# ---- design 1 ----
**Design 1: placed standard cells**

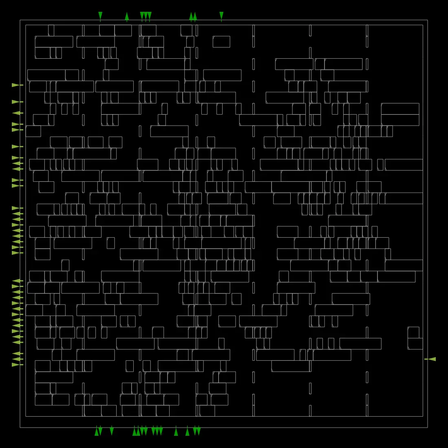
**Design 1: supply network**

Bar = 20 um. Pins as bars on the die edge. Tap cells in gray.
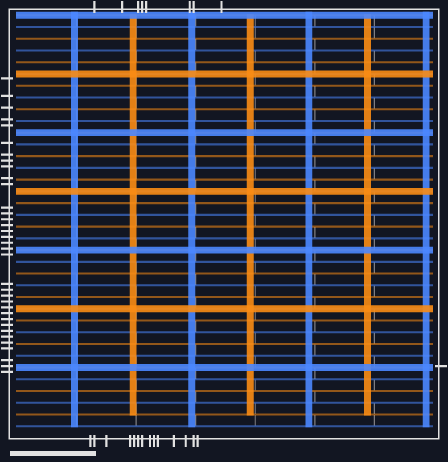
**Design 1: clock network drawn from the DEF**

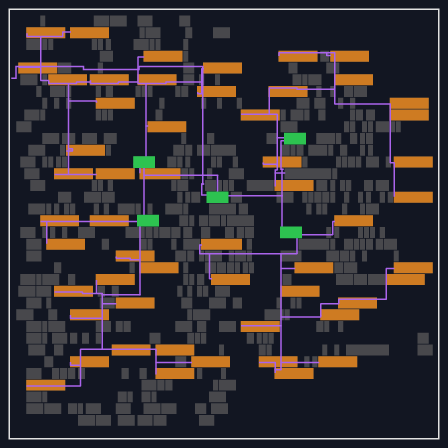
===== src/rtl/ulpi_bus_ctrl.sv =====
// rtl/ulpi_bus_ctrl.sv - ULPI link-side register access sequencer (TXCMD, data, STP, turnaround, retry)
module ulpi_bus_ctrl #(
  parameter int MAX_RETRY   = 3,
  parameter int NXT_TIMEOUT = 255
) (
  input  logic       clk_ice,
  input  logic       rstn,
  input  logic       ulpi_dir,
  input  logic       ulpi_nxt,
  input  logic [7:0] ulpi_data_in,
  output logic [7:0] ulpi_data_out,
  output logic       ulpi_data_oe,
  output logic       ulpi_stp,
  input  logic       req_valid,
  output logic       req_ready,
  input  logic       req_write,
  input  logic [5:0] req_addr,
  input  logic [7:0] req_wdata,
  output logic       rsp_valid,
  output logic [7:0] rsp_rdata,
  output logic       rsp_error,
  output logic       rxcmd_valid,
  output logic [7:0] rxcmd_data
);

  typedef enum logic [3:0] {
    S_IDLE, S_TXCMD, S_WDATA, S_STP, S_RD_TURN, S_RD_DATA, S_RD_END, S_ABORT, S_RESP
  } state_t;

  localparam logic [7:0]  LP_MAX_RETRY = 8'(MAX_RETRY);
  localparam logic [15:0] LP_TMO_LAST  = 16'(NXT_TIMEOUT - 1);

  state_t      r_state;
  state_t      w_next;
  logic        r_dir_q;
  logic        r_live;
  logic        r_write;
  logic [5:0]  r_addr;
  logic [7:0]  r_wdata;
  logic [7:0]  r_rdata;
  logic [7:0]  r_retry;
  logic [15:0] r_tmo;
  logic        r_err;

  logic w_bus_free;
  logic w_accept;
  logic w_rx_sample;
  logic w_link_phase;
  logic w_tmo_hit;
  logic w_set_err;
  logic w_cap;
  logic w_retry_inc;

  assign w_bus_free   = !ulpi_dir && !r_dir_q;
  assign w_accept     = req_valid && req_ready;
  assign w_rx_sample  = r_dir_q && ulpi_dir && !ulpi_nxt;
  assign w_link_phase = (r_state == S_TXCMD) || (r_state == S_WDATA);
  assign w_tmo_hit    = w_link_phase && !ulpi_nxt && (r_tmo == LP_TMO_LAST);

  always_comb begin
    w_next      = r_state;
    w_set_err   = 1'b0;
    w_cap       = 1'b0;
    w_retry_inc = 1'b0;
    case (r_state)
      S_IDLE: if (w_accept) w_next = S_TXCMD;
      // dir wins over a coincident nxt: the PHY has taken the bus back
      S_TXCMD: begin
        if (ulpi_dir)       w_next = S_ABORT;
        else if (ulpi_nxt)  w_next = r_write ? S_WDATA : S_RD_TURN;
        else if (w_tmo_hit) begin w_next = S_RESP; w_set_err = 1'b1; end
      end
      S_WDATA: begin
        if (ulpi_dir)       w_next = S_ABORT;
        else if (ulpi_nxt)  w_next = S_STP;
        else if (w_tmo_hit) begin w_next = S_RESP; w_set_err = 1'b1; end
      end
      S_STP:     w_next = S_RESP;
      S_RD_TURN: if (ulpi_dir) w_next = S_RD_DATA;
      S_RD_DATA: begin
        if (ulpi_nxt || !ulpi_dir) w_next = S_ABORT;
        else if (r_dir_q) begin w_cap = 1'b1; w_next = S_RD_END; end
      end
      S_RD_END:  if (!ulpi_dir) w_next = S_RESP;
      // exit on the dir-low turnaround cycle so TXCMD is driven the cycle after
      S_ABORT: begin
        if (!ulpi_dir) begin
          if (r_retry < LP_MAX_RETRY) begin
            w_next      = S_TXCMD;
            w_retry_inc = 1'b1;
          end else begin
            w_next    = S_RESP;
            w_set_err = 1'b1;
          end
        end
      end
      S_RESP:  w_next = S_IDLE;
      default: w_next = S_IDLE;
    endcase
  end

  always_ff @(posedge clk_ice or negedge rstn) begin
    if (!rstn) begin
      r_state <= S_IDLE;
      r_dir_q <= 1'b0;
      r_live  <= 1'b0;
      r_write <= 1'b0;
      r_addr  <= 6'd0;
      r_wdata <= 8'd0;
      r_rdata <= 8'd0;
      r_retry <= 8'd0;
      r_tmo   <= 16'd0;
      r_err   <= 1'b0;
    end else begin
      r_state <= w_next;
      r_dir_q <= ulpi_dir;
      r_live  <= 1'b1;
      if (w_accept) begin
        r_write <= req_write;
        r_addr  <= req_addr;
        r_wdata <= req_wdata;
        r_rdata <= 8'd0;
        r_retry <= 8'd0;
        r_err   <= 1'b0;
      end
      if (w_cap)       r_rdata <= ulpi_data_in;
      if (w_retry_inc) r_retry <= r_retry + 8'd1;
      if (w_set_err)   r_err   <= 1'b1;
      if (w_next != r_state)             r_tmo <= 16'd0;
      else if (w_link_phase && !ulpi_nxt) r_tmo <= r_tmo + 16'd1;
    end
  end

  always_comb begin
    ulpi_data_out = 8'd0;
    case (r_state)
      S_TXCMD: ulpi_data_out = {1'b1, !r_write, r_addr};
      S_WDATA: ulpi_data_out = r_wdata;
      default: ulpi_data_out = 8'd0;
    endcase
  end

  // r_live keeps req_ready low while reset is held and for the first cycle after
  assign req_ready    = (r_state == S_IDLE) && w_bus_free && r_live;
  assign ulpi_data_oe = ((r_state == S_TXCMD) || (r_state == S_WDATA) || (r_state == S_STP)) && w_bus_free;
  assign ulpi_stp     = (r_state == S_STP);
  assign rsp_valid    = (r_state == S_RESP);
  assign rsp_error    = (r_state == S_RESP) && r_err;
  assign rsp_rdata    = r_rdata;
  assign rxcmd_valid  = w_rx_sample && (r_state != S_RD_DATA);
  assign rxcmd_data   = rxcmd_valid ? ulpi_data_in : 8'd0;

endmodule


===== config.mk =====
export PLATFORM = sky130hd
export DESIGN_NAME = ulpi_bus_ctrl
export DESIGN_NICKNAME = d
export VERILOG_FILES = /design/src/rtl/ulpi_bus_ctrl.sv
export SDC_FILE = /design/constraint.sdc
export NUM_CORES = 1
export LEC_CHECK = 0
export ABC_AREA = 1
export CAP_MARGIN = 20
export CORE_UTILIZATION = 30
export CTS_CLUSTER_DIAMETER = 40
export DETAILED_ROUTE_END_ITERATION = 8
export GPL_TIMING_DRIVEN = 0
export PLACE_DENSITY = 0.48
export SETUP_SLACK_MARGIN = 0.1
export SLEW_MARGIN = 20
export SYNTH_ARGS = -nofsm -noshare
export SYNTH_HDL_FRONTEND = slang
export SYNTH_SLANG_ARGS = --single-unit
export TNS_END_PERCENT = 1

===== constraint.sdc =====
create_clock -name clk_ice -period 2.2 [get_ports clk_ice]
set_input_delay 0.44 -clock clk_ice [delete_from_list [all_inputs] [get_ports clk_ice]]
set_output_delay 0.44 -clock clk_ice [all_outputs]
set_load 0.05 [all_outputs]

==> results.txt <==
This note records the results obtained with Yosys and OpenROAD.

Outcome
The run finished with clean final reports.

Run
Across the run, the number of max-cap violations was 0.

Yosys
The yosys synthesis chip area is 0.00283 mm^2. In the post-synthesis netlist, the biggest area contributors are sky130_fd_sc_hd__dfrtp_1, sky130_fd_sc_hd__nand2_1, sky130_fd_sc_hd__nor2_1. The commonest cells after synthesis are sky130_fd_sc_hd__nand2_1, sky130_fd_sc_hd__dfrtp_1, sky130_fd_sc_hd__nor2_1, sky130_fd_sc_hd__inv_1, sky130_fd_sc_hd__nand3_1.

The count of mapped cells out of synthesis is 352.

Pwr
The design internal power is ~2.4 mW. The flow reports that sequential cells draw 35.1% of the design power. The total clock network power is 0.688 mW.

Worst setup path
The launch point of the critical path was reported as r_state[0]. The worst setup path is captured at an output port.

Placed design
The post-placement cell count is 521. The count of buffers inserted at the top-level ports is 57.

STA
The number of endpoints failing setup at the final stage is 0. Of the available clock period, the critical path in the final layout requires a little over nine tenths.
About 'placed standard cells' of design 1:
cell row count: 35
Well-Tap Cells: 111
layout sequential cell count: 54

About 'supply network' of design 1:
Key: VDD = orange; VSS = blue
111 tap cells. 7 straps on met5. 7 straps on met4.
horizontal die dimension: 99.1 um
worst vdd rail ir drop: 0.442 mV
Die H: 99.1 um
core area: 0.00920 mm^2

About 'clock network drawn from the DEF' of design 1:
Key: clock wires = purple [length 723 um]; cells driving clock nets = green [count 5]; flip-flops = orange [count 54]
There are 6 routed clock nets. Position of the flops: spread over the die.


# ---- design 2 ----
[config.mk]
export PLATFORM = sky130hd
export DESIGN_NAME = exec_datapath
export DESIGN_NICKNAME = d
export VERILOG_FILES = /design/src/rtl/exec_datapath_pkg.sv /design/src/rtl/exec_datapath_alu_core.sv /design/src/rtl/exec_datapath.sv
export SDC_FILE = /design/constraint.sdc
export NUM_CORES = 1
export LEC_CHECK = 0
export ABC_AREA = 1
export CORE_UTILIZATION = 40
export DETAILED_ROUTE_END_ITERATION = 7
export GPL_TIMING_DRIVEN = 0
export PLACE_DENSITY_LB_ADDON = 0.15
export RECOVER_POWER = 50
export SLEW_MARGIN = 0
export SYNTH_ARGS = -nofsm -noshare
export SYNTH_HDL_FRONTEND = slang
export SYNTH_SLANG_ARGS = --single-unit
[constraint.sdc]
create_clock -name clk -period 9.92 [get_ports clk]
set_clock_uncertainty 0.2 [all_clocks]
set_input_delay 1.984 -clock clk [delete_from_list [all_inputs] [get_ports clk]]
set_output_delay 1.984 -clock clk [all_outputs]
set_load 0.05 [all_outputs]
[src/rtl/exec_datapath_pkg.sv]
// Shared definitions for the execution datapath: default widths and ALU opcodes.
// Opcodes 4'hC..4'hF are undefined and give a zero result with carry clear.
package exec_datapath_pkg;

  localparam int DATA_WIDTH_DEF = 8;
  localparam int ADDR_BITS_DEF  = 5;

  localparam logic [3:0] OP_ADD   = 4'h0;
  localparam logic [3:0] OP_SUB   = 4'h1;
  localparam logic [3:0] OP_AND   = 4'h2;
  localparam logic [3:0] OP_OR    = 4'h3;
  localparam logic [3:0] OP_XOR   = 4'h4;
  localparam logic [3:0] OP_NOT   = 4'h5;
  localparam logic [3:0] OP_SHL   = 4'h6;
  localparam logic [3:0] OP_SHR   = 4'h7;
  localparam logic [3:0] OP_INC   = 4'h8;
  localparam logic [3:0] OP_DEC   = 4'h9;
  localparam logic [3:0] OP_PASSA = 4'hA;
  localparam logic [3:0] OP_PASSB = 4'hB;
  localparam logic [3:0] OP_NOP   = 4'hF;

endpackage

[src/rtl/exec_datapath_alu_core.sv]
// Combinational ALU for the execution datapath.
// For subtract and decrement, carry is the borrow out of the top bit.
module alu_core
  import exec_datapath_pkg::*;
#(
  parameter int W = DATA_WIDTH_DEF
) (
  input  logic [W-1:0] a,
  input  logic [W-1:0] b,
  input  logic [3:0]   opcode,
  output logic [W-1:0] y,
  output logic         carry
);

  logic [W:0] sum_w;
  logic [W:0] diff_w;
  logic [W:0] inc_w;
  logic [W:0] dec_w;

  // Widen by one bit so that the carry or borrow falls into the MSB.
  assign sum_w  = {1'b0, a} + {1'b0, b};
  assign diff_w = {1'b0, a} - {1'b0, b};
  assign inc_w  = {1'b0, a} + {{W{1'b0}}, 1'b1};
  assign dec_w  = {1'b0, a} - {{W{1'b0}}, 1'b1};

  always_comb begin
    y     = '0;
    carry = 1'b0;
    case (opcode)
      OP_ADD:   {carry, y} = sum_w;
      OP_SUB:   {carry, y} = diff_w;
      OP_AND:   y = a & b;
      OP_OR:    y = a | b;
      OP_XOR:   y = a ^ b;
      OP_NOT:   y = ~a;
      OP_SHL: begin
        y     = {a[W-2:0], 1'b0};
        carry = a[W-1];
      end
      OP_SHR: begin
        y     = {1'b0, a[W-1:1]};
        carry = a[0];
      end
      OP_INC:   {carry, y} = inc_w;
      OP_DEC:   {carry, y} = dec_w;
      OP_PASSA: y = a;
      OP_PASSB: y = b;
      default: begin
        y     = '0;
        carry = 1'b0;
      end
    endcase
  end

endmodule

[src/rtl/exec_datapath.sv]
// Execution datapath: a registered ALU stage feeds the data memory address, a synchronous
// read-before-write memory stage, and the write-back select mux driving result2.
module exec_datapath
  import exec_datapath_pkg::*;
#(
  parameter int DATA_WIDTH = DATA_WIDTH_DEF,
  parameter int ADDR_BITS  = ADDR_BITS_DEF
) (
  input  logic                  clk,
  input  logic                  rst,
  input  logic [DATA_WIDTH-1:0] operand1,
  input  logic [DATA_WIDTH-1:0] operand2,
  input  logic [DATA_WIDTH-1:0] offset,
  input  logic [3:0]            opcode,
  input  logic                  sel1,
  input  logic                  sel3,
  input  logic                  w_r,
  output logic [DATA_WIDTH-1:0] result2,
  output logic                  zero,
  output logic                  carry
);

  localparam int DEPTH = 1 << ADDR_BITS;

  logic [DATA_WIDTH-1:0] alu_b;
  logic [DATA_WIDTH-1:0] alu_d,   alu_q;
  logic [DATA_WIDTH-1:0] wdata_d, wdata_q;
  logic [DATA_WIDTH-1:0] mem_d,   mem_q;
  logic                  we_d,    we_q;
  logic                  zero_d,  zero_q;
  logic                  carry_d, carry_q;
  logic [ADDR_BITS-1:0]  addr;
  logic [DATA_WIDTH-1:0] ram_d [DEPTH];
  logic [DATA_WIDTH-1:0] ram_q [DEPTH];

  assign alu_b = sel3 ? offset : operand2;

  alu_core #(
    .W(DATA_WIDTH)
  ) u_alu (
    .a      (operand1),
    .b      (alu_b),
    .opcode (opcode),
    .y      (alu_d),
    .carry  (carry_d)
  );

  // Only the low address bits are used, so high ALU bits wrap onto the same words.
  assign addr = alu_q[ADDR_BITS-1:0];

  always_comb begin
    zero_d  = (alu_d == '0);
    wdata_d = operand2;
    we_d    = w_r;
    mem_d   = ram_q[addr];
    ram_d   = ram_q;
    if (we_q) begin
      ram_d[addr] = wdata_q;
    end
  end

  always_ff @(posedge clk or posedge rst) begin
    if (rst) begin
      alu_q   <= '0;
      wdata_q <= '0;
      we_q    <= 1'b0;
      zero_q  <= 1'b0;
      carry_q <= 1'b0;
      mem_q   <= '0;
      for (int i = 0; i < DEPTH; i++) begin
        ram_q[i] <= '0;
      end
    end else begin
      alu_q   <= alu_d;
      wdata_q <= wdata_d;
      we_q    <= we_d;
      zero_q  <= zero_d;
      carry_q <= carry_d;
      mem_q   <= mem_d;
      ram_q   <= ram_d;
    end
  end

  assign result2 = sel1 ? alu_q : mem_q;
  assign zero    = zero_q;
  assign carry   = carry_q;

endmodule

**Design 2: supply network**

Bar = 50 um. Pins as bars on the die edge. Tap cells in gray.
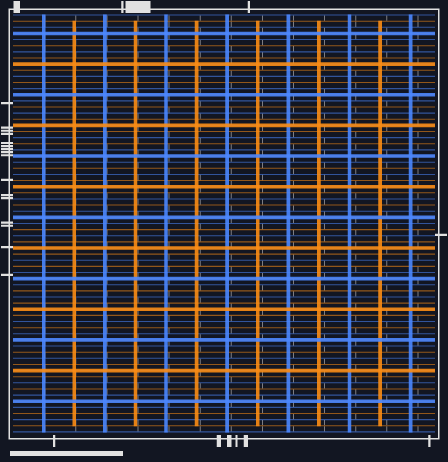
Key: VSS = blue; VDD = orange
69 met1 rails follow the rows. The core has 68 rows.

==> results.txt <==
This note records the results obtained with Yosys and OpenROAD.

STA
Per the finish-stage timing summary, setup violations number 0. In the final report, the number of pins over their slew limit comes to about 44. Setup repair after global routing left no endpoint under its margin. The post-layout minimum cycle time is 6.45 ns.

Pwr
Summed over all combinational cells, the power is 1.02 mW. The power consumed by sequential cells is 1.80 mW.

Clocking
In this run, post-CTS hold repair placed 0 buffers. TritonCTS built the clock tree.

Worst setup path
At the worst endpoint, the arrival time is 4.27 ns.

Outcome
The checks that failed: max-capacitance violations, max-slew violations. The run finished, with violations left.

Route
The detailed router reports a met3 wire length of around 4200 um. The DRC violations left is 0.

Global routing
The total congestion overflow is 0. The initial antenna violation count is 1. The via count of the first global-routing pass is 12500.

Placed design
The placement-stage cell area is 0.0153 mm^2. Per the placement log, port buffering inserted 42 buffers. After its last routability iteration, the placer logged a weighted congestion of 0.958.

Floorplanning
Pin placement for this block handled 43 I/O pins. According to the tapcell log, the count of inserted taps is 455.

Yosys
The area share of and/or/nand/nor cells after synthesis is 23.2%. The synthesis run shows multiplexers occupying 0.319% of the cell area. Sorting the synthesized cells by area gives the leading types as sky130_fd_sc_hd__dfrtp_1, sky130_fd_sc_hd__nand2_1, sky130_fd_sc_hd__o21ai_0. sky130_fd_sc_hd__dfrtp_1 takes more of the synthesized area than any other cell.

Run
The number of maximum-capacitance constraint violations is 2.

Final layout
Per the layout report, the design carries 3426 filler cells. In the final layout, the share of cells above drive strength 1 is 5.61%.
**Design 2: cell classes on the final placement**

Bar = 50 um.
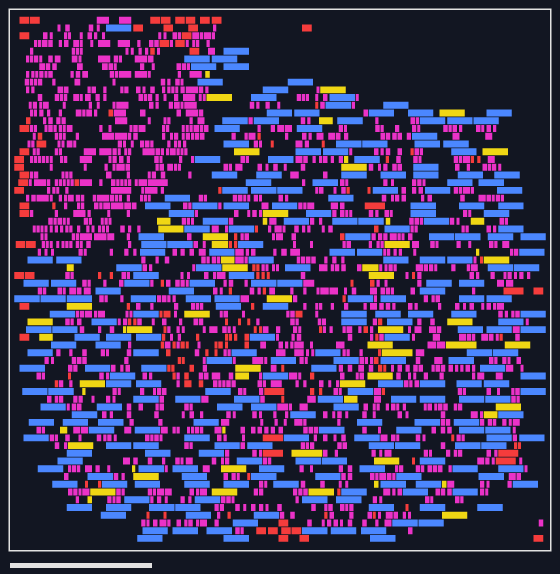
Key: all other logic = magenta [cells 1334]; flip-flops = blue [cells 283]; other buffers and delay cells = red [cells 157]; clock drivers and dummy loads = yellow [cells 62]


# ---- design 3 ----
**Design 3: supply network**

Bar = 20 um. Pins as bars on the die edge. Tap cells in gray.
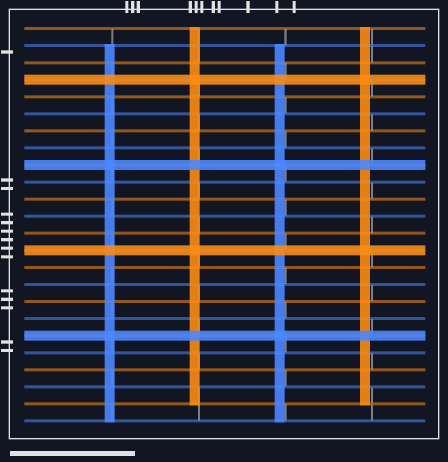
**Design 3: cell classes on the final placement**

Bar = 20 um.
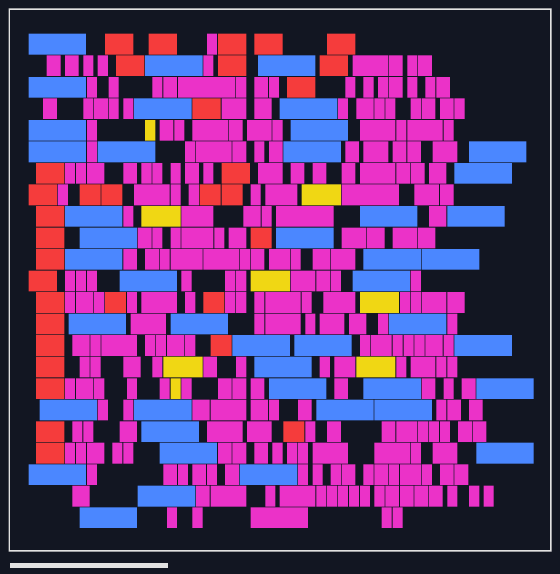
File: config.mk
export PLATFORM = sky130hd
export DESIGN_NAME = centroid_defuzzifier
export DESIGN_NICKNAME = d
export VERILOG_FILES = /design/src/rtl/centroid_defuzzifier.sv
export SDC_FILE = /design/constraint.sdc
export NUM_CORES = 1
export LEC_CHECK = 0
export ABC_AREA = 1
export CORE_MARGIN = 2
export CORE_UTILIZATION = 59
export CTS_BUF_LIST = sky130_fd_sc_hd__clkbuf_8
export CTS_CLUSTER_SIZE = 10
export DETAILED_ROUTE_END_ITERATION = 16
export PLACE_DENSITY = 0.82
export SLEW_MARGIN = 20
export SYNTH_ARGS = -nofsm -noshare
export SYNTH_HDL_FRONTEND = slang
export SYNTH_SLANG_ARGS = --single-unit
File: constraint.sdc
create_clock -name clk -period 2.26 [get_ports clk]
set_input_delay 0.565 -clock clk [delete_from_list [all_inputs] [get_ports clk]]
set_output_delay 0.565 -clock clk [all_outputs]
set_load 0.01 [all_outputs]
File: src/rtl/centroid_defuzzifier.sv
`default_nettype none
// ============================================================================
// Module   : centroid_defuzzifier
// Purpose  : Centroid of a membership bit vector: serial bit scan followed by
//            serial restoring division (sum / count). Defining
//            CENTROID_ROUND_EN rounds half-up instead of truncating.
// Revision : 1.0 - initial release
// ============================================================================
module centroid_defuzzifier #(
    parameter int LongBits_limit = 10
) (
    input  logic                                   clk,
    input  logic                                   rst,
    input  logic                                   in_valid,
    output logic                                   in_ready,
    input  logic [LongBits_limit-1:0]              z_in,
    output logic                                   out_valid,
    input  logic                                   out_ready,
    output logic [$clog2(LongBits_limit)-1:0]      centroid,
    output logic [$clog2(LongBits_limit+1)-1:0]    count,
    output logic                                   empty
);

    localparam int N  = LongBits_limit;
    localparam int IW = $clog2(N);
    localparam int CW = $clog2(N + 1);
    localparam int SW = $clog2(N * (N - 1) / 2 + N / 2 + 1);
    localparam int DW = $clog2(SW + 1);

    localparam logic [IW-1:0] c_LAST_IDX = IW'(N - 1);
    localparam logic [DW-1:0] c_DIV_LAST = DW'(SW - 1);

    typedef enum logic [1:0] {
        IDLE = 2'd0,
        SCAN = 2'd1,
        DIV  = 2'd2,
        DONE = 2'd3
    } state_t;

    state_t          r_state;
    state_t          w_state_next;

    logic [N-1:0]    r_z;
    logic [IW-1:0]   r_idx;
    logic [CW-1:0]   r_count;
    logic [SW-1:0]   r_sum;
    logic [SW-1:0]   r_dvd;
    logic [CW-1:0]   r_rem;
    logic [IW-1:0]   r_quot;
    logic [DW-1:0]   r_div_cnt;
    logic            r_empty;

    logic            w_bit;
    logic            w_last;
    logic [CW-1:0]   w_count_next;
    logic [SW-1:0]   w_sum_next;
    logic [SW-1:0]   w_dividend;
    logic [CW:0]     w_trial;
    logic            w_ge;
    logic [CW-1:0]   w_diff;

    assign w_bit        = r_z[0];
    assign w_last       = (r_idx == c_LAST_IDX);
    assign w_count_next = r_count + CW'(w_bit);
    assign w_sum_next   = w_bit ? (r_sum + SW'(r_idx)) : r_sum;

`ifdef CENTROID_ROUND_EN
    // Adding half the divisor turns the floor division into round-half-up.
    assign w_dividend   = w_sum_next + SW'(w_count_next >> 1);
`else
    assign w_dividend   = w_sum_next;
`endif

    // Remainder stays below count, so the difference fits in CW bits.
    assign w_trial      = {r_rem, r_dvd[SW-1]};
    assign w_ge         = (w_trial >= {1'b0, r_count});
    assign w_diff       = w_trial[CW-1:0] - r_count;

    assign in_ready     = (r_state == IDLE);
    assign out_valid    = (r_state == DONE);
    assign centroid     = r_quot;
    assign count        = r_count;
    assign empty        = r_empty;

    always_ff @(posedge clk) begin
        if (rst) begin
            r_state <= IDLE;
        end else begin
            r_state <= w_state_next;
        end
    end

    always_comb begin
        w_state_next = r_state;
        case (r_state)
            IDLE: if (in_valid) w_state_next = SCAN;
            SCAN: if (w_last) w_state_next = (w_count_next == '0) ? DONE : DIV;
            DIV:  if (r_div_cnt == c_DIV_LAST) w_state_next = DONE;
            DONE: if (out_ready) w_state_next = IDLE;
            default: w_state_next = IDLE;
        endcase
    end

    always_ff @(posedge clk) begin
        if (rst) begin
            r_z       <= '0;
            r_idx     <= '0;
            r_count   <= '0;
            r_sum     <= '0;
            r_dvd     <= '0;
            r_rem     <= '0;
            r_quot    <= '0;
            r_div_cnt <= '0;
            r_empty   <= 1'b0;
        end else begin
            case (r_state)
                IDLE: begin
                    if (in_valid) begin
                        r_z       <= z_in;
                        r_idx     <= '0;
                        r_count   <= '0;
                        r_sum     <= '0;
                        r_dvd     <= '0;
                        r_rem     <= '0;
                        r_quot    <= '0;
                        r_div_cnt <= '0;
                        r_empty   <= 1'b0;
                    end
                end
                SCAN: begin
                    r_z     <= {1'b0, r_z[N-1:1]};
                    r_idx   <= r_idx + 1'b1;
                    r_count <= w_count_next;
                    r_sum   <= w_sum_next;
                    if (w_last) begin
                        r_dvd     <= w_dividend;
                        r_rem     <= '0;
                        r_div_cnt <= '0;
                        r_empty   <= (w_count_next == '0);
                    end
                end
                DIV: begin
                    // Quotient wider than IW bits is impossible; high bits shift out as zeros.
                    r_rem     <= w_ge ? w_diff : w_trial[CW-1:0];
                    r_dvd     <= {r_dvd[SW-2:0], 1'b0};
                    r_quot    <= {r_quot[IW-2:0], w_ge};
                    r_div_cnt <= r_div_cnt + 1'b1;
                end
                default: ;
            endcase
        end
    end

endmodule
`default_nettype wire

==> results.txt <==
This note records the results obtained with Yosys and OpenROAD.

Outcome
The run finished with clean final reports.

Global routing
Global routing finished with a remaining overflow of 0.

Final layout
Across the whole layout, storage elements make up 31.0% of the cell area. Looking at the area split, the leading class of cells is logic gates. The layout report lists the non-clock buffer share of cell area as 10.8%. The layout report lists the clock-cell share of area as between 3 and 4%.

Placed design
Per the detailed placement report, the placed cell area equals about 0.0028 mm^2. The worst setup slack before clock tree synthesis is 0.0705 ns.

Run
Across all stage logs, warnings added up to 31.

Route
After detailed routing, the wire length on met1 is 2350 um. The number of routed nets with antenna violations is 0. The amount of wire on met2 after detailed routing is 2550 um. The average vias per placed instance is between 5 and 6.

Clocking
The clock tree from TritonCTS is done. Looking at the worst setup and hold paths, the clock pins of their registers show a slew of 0.07 ns.

Worst setup path
The worst setup path is of the register to output port kind. The slowest cell on the critical path is sky130_fd_sc_hd__clkdlybuf4s50_1. STA classifies the critical path startpoint as a register.

Pwr
The switching power is between 1 and 1.5 mW. The total combinational power is between 1 and 1.5 mW.

STA
The transition time recorded at the tightest slew-check pin is 0.406 ns. Endpoints with negative setup slack in the final report add up to 0. The minimum setup slack in the final design is between 0.15 and 0.2 ns.

Yosys
The area share of the largest cell type after synthesis is 36.2%. For reference, the top cells by count after synthesis are sky130_fd_sc_hd__nand2_1, sky130_fd_sc_hd__dfxtp_1, sky130_fd_sc_hd__inv_1, sky130_fd_sc_hd__a21oi_1, sky130_fd_sc_hd__o21ai_0. After synthesis the cells add up to 0.00243 mm^2. After Yosys synthesis, and, or, nand and nor cells account for a little over a quarter of the synthesized area. In this run, the synthesized area fraction spent on adder and majority cells is recorded as a little over a tenth.

Min path
The endpoint of the worst hold-timing path is r_z[9].

Floorplanning
The report lists the number of standard-cell rows as 23.
## Picture notes: 'supply network' of design 3
Key: VSS = blue; VDD = orange
4 straps on met4. 50 tap cells. The core has 23 rows.
core area: 0.00400 mm^2
Die H: 68.2 um
horizontal die dimension: 68.2 um
worst vdd rail ir drop: 0.799 mV

## Picture notes: 'cell classes on the final placement' of design 3
Key: other buffers and delay cells = red [cells 33]; flip-flops = blue [cells 44]; clock drivers and dummy loads = yellow [cells 8]; all other logic = magenta [cells 267]



==> notes/layouts.md <==
Pictures saved along the way, in no particular order.

Wiring by layer.
image #1
Bar = 50 um. Only two layers are drawn.
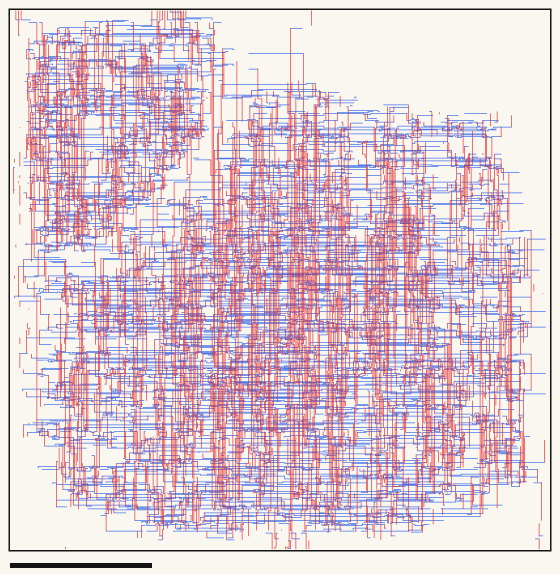
image #2
Bar = 20 um. Only two layers are drawn.
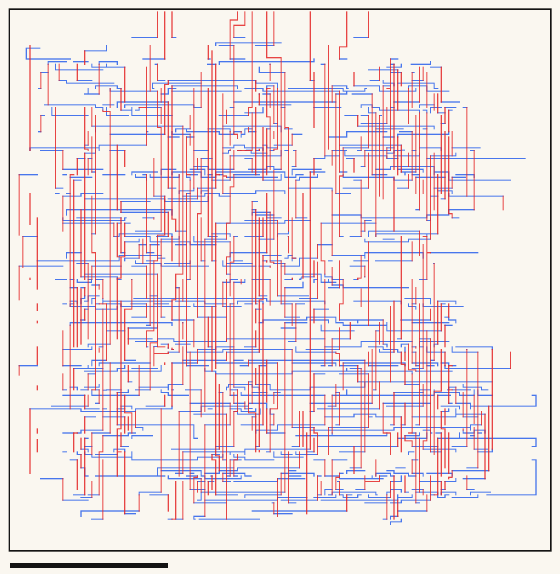
image #3
Bar = 20 um. Only two layers are drawn.
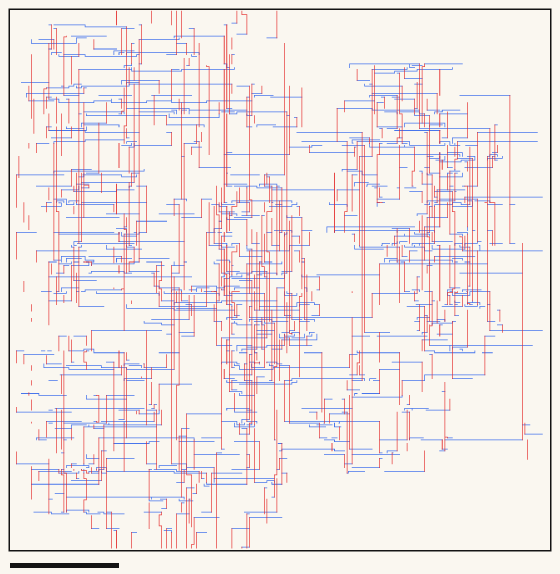
The one with the smallest die is image #2.
The one with the largest die is image #1.
image #1: design 2
image #3: design 1
image #2: design 3

Key to image #3:
Key: met1 = blue [wire length 3040 um]; met2 = red [wire length 3260 um]

No activity file was given, so power comes from the tool's default toggle rates.
